==================== bus_arbiter_flat
Figure 1. Routing congestion (bus_arbiter_flat).
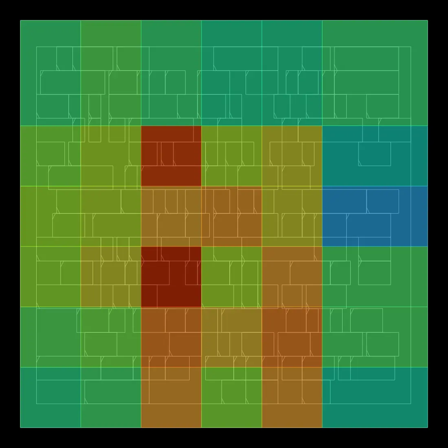

<file path="src/rtl/bus_arbiter_if.sv">
// bus_arbiter_if: request/grant bundle shared by the four bus masters and the
// round-robin arbiter.
//
// Handshake: a master asserts its mNReq_ low for as long as it wants the bus.
// It owns the bus in every cycle in which its mNGrnt_ is low. Exactly one
// grant is low in every cycle. A master gives up the bus by raising mNReq_.
// The grant moves on the clock edge after that, and only if someone else is
// asking. There is no separate acknowledge: a low grant means ownership.
//
// Signals:
//   m0Req_..m3Req_    master -> arbiter  active-low requests
//   m0Grnt_..m3Grnt_  arbiter -> master  active-low registered grants
//   owner             arbiter -> master  index of the current owner
//   preempt           arbiter -> master  one-cycle pulse after a forced handover
//   hold              arbiter -> master  tenure counter (debug/observation)
interface bus_arbiter_if #(
  parameter int HOLD_W = 8
);
  logic              m0Req_;
  logic              m1Req_;
  logic              m2Req_;
  logic              m3Req_;
  logic              m0Grnt_;
  logic              m1Grnt_;
  logic              m2Grnt_;
  logic              m3Grnt_;
  logic [1:0]        owner;
  logic              preempt;
  logic [HOLD_W-1:0] hold;

  modport master (
    output m0Req_, m1Req_, m2Req_, m3Req_,
    input  m0Grnt_, m1Grnt_, m2Grnt_, m3Grnt_, owner, preempt, hold
  );

  modport slave (
    input  m0Req_, m1Req_, m2Req_, m3Req_,
    output m0Grnt_, m1Grnt_, m2Grnt_, m3Grnt_, owner, preempt, hold
  );
endinterface

</file>
<file path="src/rtl/bus_arbiter.sv">
// bus_arbiter: four-master round-robin bus arbiter with a tenure limit.
//
// Ports:
//   clk     system clock, all state updates on the rising edge
//   reset_  synchronous active-low reset
//   bus     bus_arbiter_if.slave: requests in; grants, owner, preempt and
//           the tenure counter out. All outputs come straight from flops, so
//           there is no combinational path from any request to any output.
//
// The bus always has an owner. Ownership moves to the next requester in
// round-robin order (owner+1, +2, +3) when the owner releases, or when the
// owner has held the bus for MAX_HOLD cycles while others were waiting.
// MAX_HOLD = 0 disables the tenure limit.
module bus_arbiter #(
  parameter int MAX_HOLD = 16,
  parameter int HOLD_W   = 8
) (
  input  logic          clk,
  input  logic          reset_,
  bus_arbiter_if.slave  bus
);

  localparam logic [HOLD_W-1:0] HOLD_MAX  = HOLD_W'(MAX_HOLD);
  localparam logic [HOLD_W-1:0] HOLD_LAST = HOLD_W'(MAX_HOLD - 1);
  localparam bit                LIMIT_ON  = (MAX_HOLD != 0);

  // State: owner, tenure counter, grant decode of owner, preempt pulse.
  logic [1:0]        owner_q, owner_d;
  logic [HOLD_W-1:0] hold_q, hold_d;
  logic [3:0]        grnt_q, grnt_d;
  logic              preempt_q, preempt_d;

  // Next-state helpers.
  logic [3:0] req;
  logic       own_req;
  logic       any_other;
  logic [1:0] winner;
  logic       release_ev;
  logic       preempt_ev;

  // State register.
  always_ff @(posedge clk) begin
    if (!reset_) begin
      owner_q   <= 2'd0;
      hold_q    <= '0;
      grnt_q    <= 4'b1110;
      preempt_q <= 1'b0;
    end else begin
      owner_q   <= owner_d;
      hold_q    <= hold_d;
      grnt_q    <= grnt_d;
      preempt_q <= preempt_d;
    end
  end

  // Next-state logic.
  always_comb begin
    req       = ~{bus.m3Req_, bus.m2Req_, bus.m1Req_, bus.m0Req_};
    own_req   = req[owner_q];
    any_other = |(req & ~(4'b0001 << owner_q));

    // Walk the search list from farthest to nearest so the nearest
    // requester after the owner ends up as the winner.
    winner = owner_q;
    for (int k = 3; k >= 1; k--) begin
      if (req[owner_q + 2'(k)]) winner = owner_q + 2'(k);
    end

    // A release takes priority over the tenure limit, so a release on the
    // same edge as the limit is never reported as a preemption.
    release_ev = !own_req && any_other;
    preempt_ev = LIMIT_ON && own_req && any_other && (hold_q == HOLD_LAST);

    owner_d   = (release_ev || preempt_ev) ? winner : owner_q;
    preempt_d = preempt_ev;
    grnt_d    = ~(4'b0001 << owner_d);

    // The counter only runs while the owner holds the bus against
    // competition; any ownership change or lull in contention clears it.
    if (!LIMIT_ON || release_ev || preempt_ev || !own_req || !any_other) begin
      hold_d = '0;
    end else if (hold_q == HOLD_MAX) begin
      hold_d = hold_q;
    end else begin
      hold_d = hold_q + 1'b1;
    end
  end

  // Output logic: everything is driven from registers.
  always_comb begin
    bus.m0Grnt_ = grnt_q[0];
    bus.m1Grnt_ = grnt_q[1];
    bus.m2Grnt_ = grnt_q[2];
    bus.m3Grnt_ = grnt_q[3];
    bus.owner   = owner_q;
    bus.preempt = preempt_q;
    bus.hold    = hold_q;
  end

endmodule

</file>
<file path="src/flat_wrapper.sv">
// flat-port wrapper written by rule: the top's interface ports become plain ports
module bus_arbiter_flat 
#(
  parameter int MAX_HOLD = 16,
  parameter int HOLD_W   = 8
)
  (clk, reset_, bus_m0Req_, bus_m1Req_, bus_m2Req_, bus_m3Req_, bus_m0Grnt_, bus_m1Grnt_, bus_m2Grnt_, bus_m3Grnt_, bus_owner, bus_preempt, bus_hold);
  bus_arbiter_if #(.HOLD_W(HOLD_W)) bus_i ();
  input  logic clk;
  input  logic reset_;
  input wire logic [$bits(bus_i.m0Req_)-1:0] bus_m0Req_;
  input wire logic [$bits(bus_i.m1Req_)-1:0] bus_m1Req_;
  input wire logic [$bits(bus_i.m2Req_)-1:0] bus_m2Req_;
  input wire logic [$bits(bus_i.m3Req_)-1:0] bus_m3Req_;
  output wire logic [$bits(bus_i.m0Grnt_)-1:0] bus_m0Grnt_;
  output wire logic [$bits(bus_i.m1Grnt_)-1:0] bus_m1Grnt_;
  output wire logic [$bits(bus_i.m2Grnt_)-1:0] bus_m2Grnt_;
  output wire logic [$bits(bus_i.m3Grnt_)-1:0] bus_m3Grnt_;
  output wire logic [$bits(bus_i.owner)-1:0] bus_owner;
  output wire logic [$bits(bus_i.preempt)-1:0] bus_preempt;
  output wire logic [$bits(bus_i.hold)-1:0] bus_hold;
  assign bus_i.m0Req_ = bus_m0Req_;
  assign bus_i.m1Req_ = bus_m1Req_;
  assign bus_i.m2Req_ = bus_m2Req_;
  assign bus_i.m3Req_ = bus_m3Req_;
  assign bus_m0Grnt_ = bus_i.m0Grnt_;
  assign bus_m1Grnt_ = bus_i.m1Grnt_;
  assign bus_m2Grnt_ = bus_i.m2Grnt_;
  assign bus_m3Grnt_ = bus_i.m3Grnt_;
  assign bus_owner = bus_i.owner;
  assign bus_preempt = bus_i.preempt;
  assign bus_hold = bus_i.hold;
  bus_arbiter #(.MAX_HOLD(MAX_HOLD), .HOLD_W(HOLD_W)) u_core (.clk(clk), .reset_(reset_), .bus(bus_i));
endmodule
</file>
<file path="config.mk">
export PLATFORM = sky130hd
export DESIGN_NAME = bus_arbiter_flat
export DESIGN_NICKNAME = d
export VERILOG_FILES = /design/src/rtl/bus_arbiter_if.sv /design/src/rtl/bus_arbiter.sv /design/src/flat_wrapper.sv
export SDC_FILE = /design/constraint.sdc
export NUM_CORES = 1
export LEC_CHECK = 0
export CORE_MARGIN = 1.5
export CORE_UTILIZATION = 53
export DETAILED_ROUTE_END_ITERATION = 6
export GPL_TIMING_DRIVEN = 1
export PLACE_DENSITY_LB_ADDON = 0.05
export SLEW_MARGIN = 20
export SYNTH_ARGS = -nofsm -noshare
export SYNTH_HDL_FRONTEND = slang
export SYNTH_SLANG_ARGS = --single-unit
</file>
<file path="constraint.sdc">
create_clock -name clk -period 4.1 [get_ports clk]
set_input_delay 0.41 -clock clk [delete_from_list [all_inputs] [get_ports clk]]
set_output_delay 0.41 -clock clk [all_outputs]
set_load 0.05 [all_outputs]
</file>
==================== count_wrap_monitor
`src/rtl/count_wrap_monitor.sv`:
```
// Checks the step sequence of an up/down counter, flags wrap events and
// tracks net revolutions. Optional macro COUNT_WRAP_MONITOR_HOLD_ALLOW_EN accepts delta == 0 as a hold.
//
// state | meaning
// SYNC  | capture first sample after reset/clear, no checking
// RUN   | check each step, report wraps and errors
// FAULT | sticky after ERR_LIMIT consecutive illegal steps
module count_wrap_monitor #(
    parameter int WIDTH     = 5,
    parameter int REV_W     = 8,
    parameter int ERR_LIMIT = 3
) (
    input  logic             clk,
    input  logic             reset,
    input  logic             mode,
    input  logic [WIDTH-1:0] din,
    input  logic             clr_fault,
    output logic             wrap_up,
    output logic             wrap_down,
    output logic             step_err,
    output logic [REV_W-1:0] rev_cnt,
    output logic             fault,
    output logic [1:0]       state
);

    localparam logic [1:0]       SYNC     = 2'd0;
    localparam logic [1:0]       RUN      = 2'd1;
    localparam logic [1:0]       FAULT    = 2'd2;
    localparam logic [WIDTH-1:0] ALL_ONES = '1;
    localparam logic [WIDTH-1:0] ONE      = WIDTH'(1);
    localparam logic [REV_W-1:0] REV_ONE  = REV_W'(1);
    localparam logic [3:0]       ERR_MAX  = 4'(ERR_LIMIT);

    logic [1:0]       state_q;
    logic [WIDTH-1:0] prev_q;
    logic             mode_q;
    logic [3:0]       err_run;
    logic [WIDTH-1:0] delta;
    logic             legal;
    logic             hold;
    logic             up_wrap;
    logic             down_wrap;

    assign delta     = din - prev_q;
    assign legal     = mode_q ? (delta == ONE) : (delta == ALL_ONES);
    assign up_wrap   = mode_q && (prev_q == ALL_ONES) && (din == '0);
    assign down_wrap = !mode_q && (prev_q == '0) && (din == ALL_ONES);
`ifdef COUNT_WRAP_MONITOR_HOLD_ALLOW_EN
    assign hold      = (delta == '0);
`else
    assign hold      = 1'b0;
`endif

    assign fault = (state_q == FAULT);
    assign state = state_q;

    always_ff @(posedge clk or negedge reset) begin
        if (!reset) begin
            state_q   <= SYNC;
            prev_q    <= '0;
            mode_q    <= 1'b0;
            err_run   <= '0;
            wrap_up   <= 1'b0;
            wrap_down <= 1'b0;
            step_err  <= 1'b0;
            rev_cnt   <= '0;
        end else begin
            prev_q    <= din;
            mode_q    <= mode;
            wrap_up   <= 1'b0;
            wrap_down <= 1'b0;
            step_err  <= 1'b0;
            case (state_q)
                SYNC: begin
                    state_q <= RUN;
                    if (clr_fault) err_run <= '0;
                end
                RUN: begin
                    if (hold) begin
                        if (clr_fault) err_run <= '0;
                    end else if (legal) begin
                        err_run   <= '0;
                        wrap_up   <= up_wrap;
                        wrap_down <= down_wrap;
                        if (up_wrap)
                            rev_cnt <= rev_cnt + REV_ONE;
                        else if (down_wrap)
                            rev_cnt <= rev_cnt - REV_ONE;
                    end else begin
                        step_err <= 1'b1;
                        // a coincident clear wins over escalation to FAULT
                        if (clr_fault) begin
                            err_run <= '0;
                        end else if (err_run >= ERR_MAX - 4'd1) begin
                            err_run <= ERR_MAX;
                            state_q <= FAULT;
                        end else begin
                            err_run <= err_run + 4'd1;
                        end
                    end
                end
                FAULT: begin
                    if (clr_fault) begin
                        state_q <= SYNC;
                        err_run <= '0;
                    end
                end
                default: begin
                    state_q <= SYNC;
                    err_run <= '0;
                end
            endcase
        end
    end

endmodule

```
`config.mk`:
```
export PLATFORM = sky130hd
export DESIGN_NAME = count_wrap_monitor
export DESIGN_NICKNAME = d
export VERILOG_FILES = /design/src/rtl/count_wrap_monitor.sv
export SDC_FILE = /design/constraint.sdc
export NUM_CORES = 1
export LEC_CHECK = 0
export CAP_MARGIN = 5
export CORE_UTILIZATION = 35
export CTS_BUF_LIST = sky130_fd_sc_hd__clkbuf_8
export CTS_CLUSTER_SIZE = 10
export DETAILED_ROUTE_END_ITERATION = 10
export GPL_ROUTABILITY_DRIVEN = 0
export HOLD_SLACK_MARGIN = 0.06
export PLACE_DENSITY = 0.61
export RECOVER_POWER = 50
export SLEW_MARGIN = 20
export SYNTH_ARGS = -nofsm -noshare
export SYNTH_HDL_FRONTEND = slang
export SYNTH_SLANG_ARGS = --single-unit
```
`constraint.sdc`:
```
create_clock -name clk -period 2.7 [get_ports clk]
set_input_delay 0.405 -clock clk [delete_from_list [all_inputs] [get_ports clk]]
set_output_delay 0.405 -clock clk [all_outputs]
set_load 0.01 [all_outputs]
```
Figure 2. Sequential cells colored by netlist name (count_wrap_monitor).
The bar under the picture is 20 µm long. Other sequential cells in the stronger gray, the rest of the logic in the fainter gray.
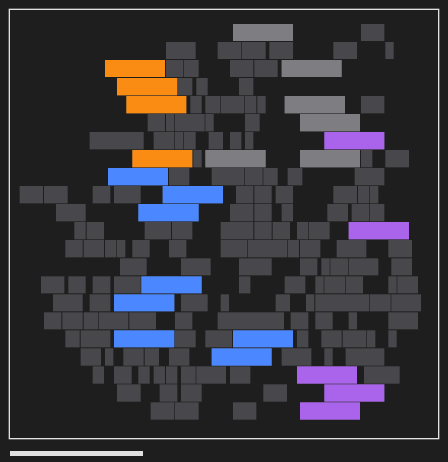
legend:
  orange:
    netlist_name: err_run
    sequential_cells: 4
  blue:
    netlist_name: rev_cnt
    sequential_cells: 8
  purple:
    netlist_name: prev_q
    sequential_cells: 5
not colored: 6

==> flow.log, count_wrap_monitor <==
[report] implementation figures
INFO  metric run_status = completed
INFO  metric clock_tree.buffer_depth = 2
INFO  metric post_drt_via_cell_ratio = 5.04
INFO  metric power = 0.000899 W
INFO  metric ys_sh_simple = 17.8%
INFO  metric finalInstanceArea = 0.00191 mm²
INFO  metric largest_cell_class = combinational gates
INFO  metric h-tree-depth = 1
INFO  metric synth.avg_cell_area = 11.0 µm²
INFO  metric netSwitchingFraction = 30.8%
INFO  metric filler_cell_count = 348
INFO  metric timing.hold.ws = 448 ps
INFO  metric worst_pin_slew = 1220 ps
INFO  metric met1_usage = 19.7%
INFO  metric comb_area_share = 42.3%
INFO  metric clk_root_buffer_cell = clkbuf_8
INFO  metric layout-drive-gt1-share = 24.7%
INFO  metric seqPwrFrac = 46.7%
INFO  metric grtUsageMet3 = 1.76%
INFO  metric met2_length = 1660 µm
INFO  metric vdd.ir_drop.worst = 149 µV
INFO  metric post-route-worst-setup-slack = 150 ps
## count_wrap_monitor: flip-flops by register name, summed over array words and instances (netlist names)
| register | flops |
|---|---|
| rev_cnt | 8 |
| state | 2 |
| err_run | 4 |
| prev_q | 5 |
| wrap_up | 1 |
| wrap_down | 1 |
| mode_q | 1 |
| step_err | 1 |
## count_wrap_monitor: repair_timing
item                                    4_1_cts  5_1_grt
pin swaps                                     3        8
endpoints found under the setup margin       14        8
setup buffers                                 1        0
resized                                      10        8
## count_wrap_monitor: synthesized netlist by cell type, drive strengths merged
cell type	number
a2111oi	2
a211oi	1
a21o	5
a21oi	8
a31o	2
a31oi	1
and2	1
and3	1
and3b	2
and4b	1
dfrtp	23
fa	2
ha	12
inv	7
mux2	5
nand2	3
nand2b	2
nand3	5
nand4	1
nor2	6
nor2b	4
nor3	5
nor3b	2
nor4	1
nor4b	1
nor4bb	2
o21ai	2
o21ba	1
o21bai	1
or2	1
or2b	1
or3	2
xnor2	8
xor2	4
## count_wrap_monitor: worst max-delay path, stage by stage
cell and delay (ps):
dlygate4sd2_1 260, inv_1 60, ha_1 220, fa_2 350
xor2_1 160, nor3_1 140, nand3_1 180, a2111oi_4 400
buf_6 180, mux2_2 330
Figure 3. Placement by cell class (bus_arbiter_flat).
The bar under the picture is 10 µm long.
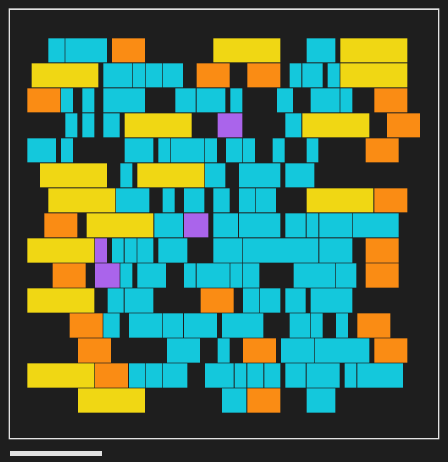
legend:
  yellow:
    class: flip-flops
    cells: 15
    share_of_their_area: 25%
  orange:
    class: other buffers and delay cells
    cells: 20
    share_of_their_area: 17%
  cyan:
    class: all other logic
    cells: 96
    share_of_their_area: 56%
  purple:
    class: clock drivers and dummy loads
    cells: 4
    share_of_their_area: 2.2%

About Figure 1:
layer carrying the most global-route usage: met2
drt wl/cell: 13.3 µm

==> flow.log, bus_arbiter_flat <==
[report] implementation figures
INFO  metric run_status = completed
INFO  metric top_power_group = combinational logic
INFO  metric clock_tree_from_tritoncts = built
INFO  metric vdd.ir_drop.worst = 593 µV
INFO  metric seqPwrFrac = 27.5%
INFO  metric top_cell_area_share = 29.9%
INFO  metric row_count = 15
INFO  metric overflow = 0
INFO  metric vertical_extent_of_the_die = 46.5 µm
INFO  metric worst-path-stages = 8
INFO  metric synthArstFlopShare = 0%
INFO  metric cts_hold_repair.buffers = 0
INFO  metric comb-power = 0.000529 W
INFO  metric worstPathRequired = 4300 ps
INFO  metric final_max_slew_viol_count = 0
INFO  metric worst_pin_slew = 700 ps
INFO  metric grt_setup_unrepaired = false
INFO  metric dr.first_iter.drc_count = 25
INFO  metric power = 0.000843 W
INFO  metric place_congestion = 0.832
INFO  metric final_hold_viol_count = 0
INFO  metric maxSlewHeadroom = 53.3%
INFO  metric netSwitchingFraction = 49.7%
INFO  metric post_dp_cell_area = 0.00120 mm²
INFO  metric report.final.setup_viol = 0
INFO  metric critPathLaunch = u_core.bus.owner[0]$_SDFF_PN0_
INFO  metric yosysSeqAreaShare = 29.9%
-- bus_arbiter_flat: final cells by class --
type                    instances  area, µm²  area share [%]
repair buffers                 20        200            16.3
clock buffers                   4       26.3            2.14
well taps                      25       31.3            2.55
flip-flops and latches         15        300            24.4
multi-input cells              90        648            52.7
inverters                       6       22.5            1.83
-- bus_arbiter_flat: synth_stat cells, drive strengths merged (2+ instances only) --
cell type	n
nor3	5
nor4	2
mux2i	4
a32oi	2
nand2	7
xor2	4
a21oi	7
a32o	3
nand2b	3
buf	5
or2	2
and3	2
nand3	4
o22ai	2
nand4	2
dfxtp	15
ha	6
nor2	15
o21ai	3
xnor2	4
inv	6
-- bus_arbiter_flat: cell families after synthesis --
family | synth area share (%)
compound gates | 18.2
xor+xnor | 6.97
fa+ha+maj | 7.47
buf+inv | 5.60
flops | 29.9
mux | 6.23
simple gates | 25.7
-- bus_arbiter_flat: per-layer routing --
layer	wire length (µm)	GRT usage, %
met1	1090	30.3
met2	949	32.8
met3	78	4.71
met4	15	6.86
met5	0	0
-- bus_arbiter_flat: sequential cells by signal, indices dropped and copies added, names as in the netlist --
name,flops
u_core.bus.hold,8
u_core.bus.owner,2
u_core.bus.preempt,1
u_core.grnt_q,4

## Gallery

Metal layers overlaid.
panel A
The bar under the picture is 10 µm long. Only two layers are drawn.
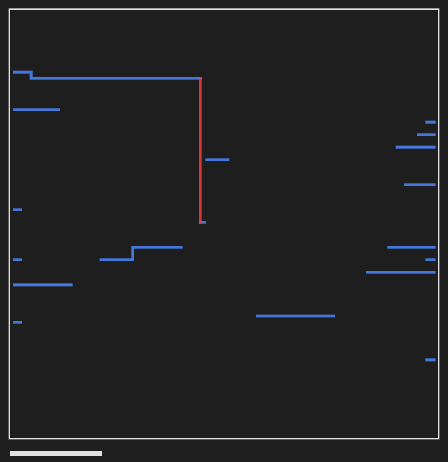
panel B
The bar under the picture is 20 µm long. Only two layers are drawn.
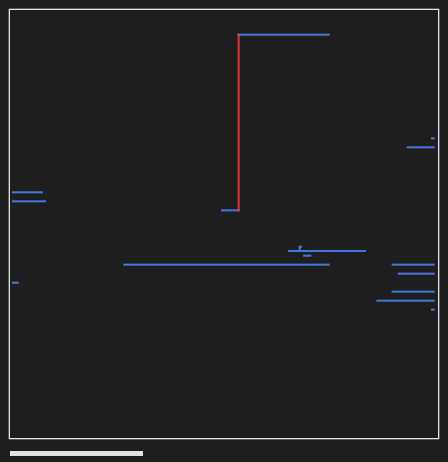
| from | picture |
|---|---|
| bus_arbiter_flat | panel A |
| count_wrap_monitor | panel B |
- most wire: panel B



==> screenshots <==
Selected gate families.
picture 1
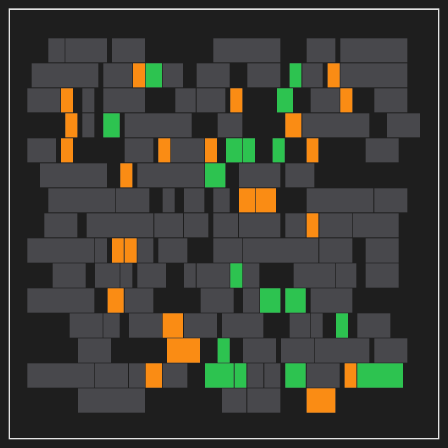
picture 2
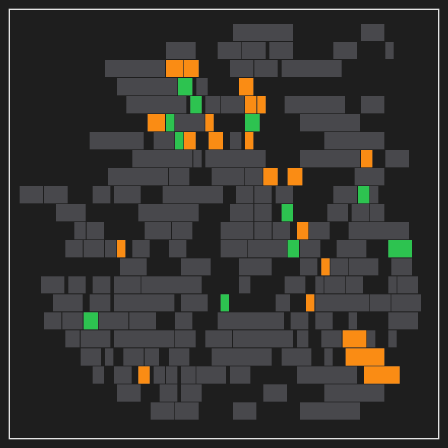
The one with the most cells is picture 2.
- count_wrap_monitor = picture 2
- bus_arbiter_flat = picture 1

No activity file was given, so power comes from the tool's default toggle rates.
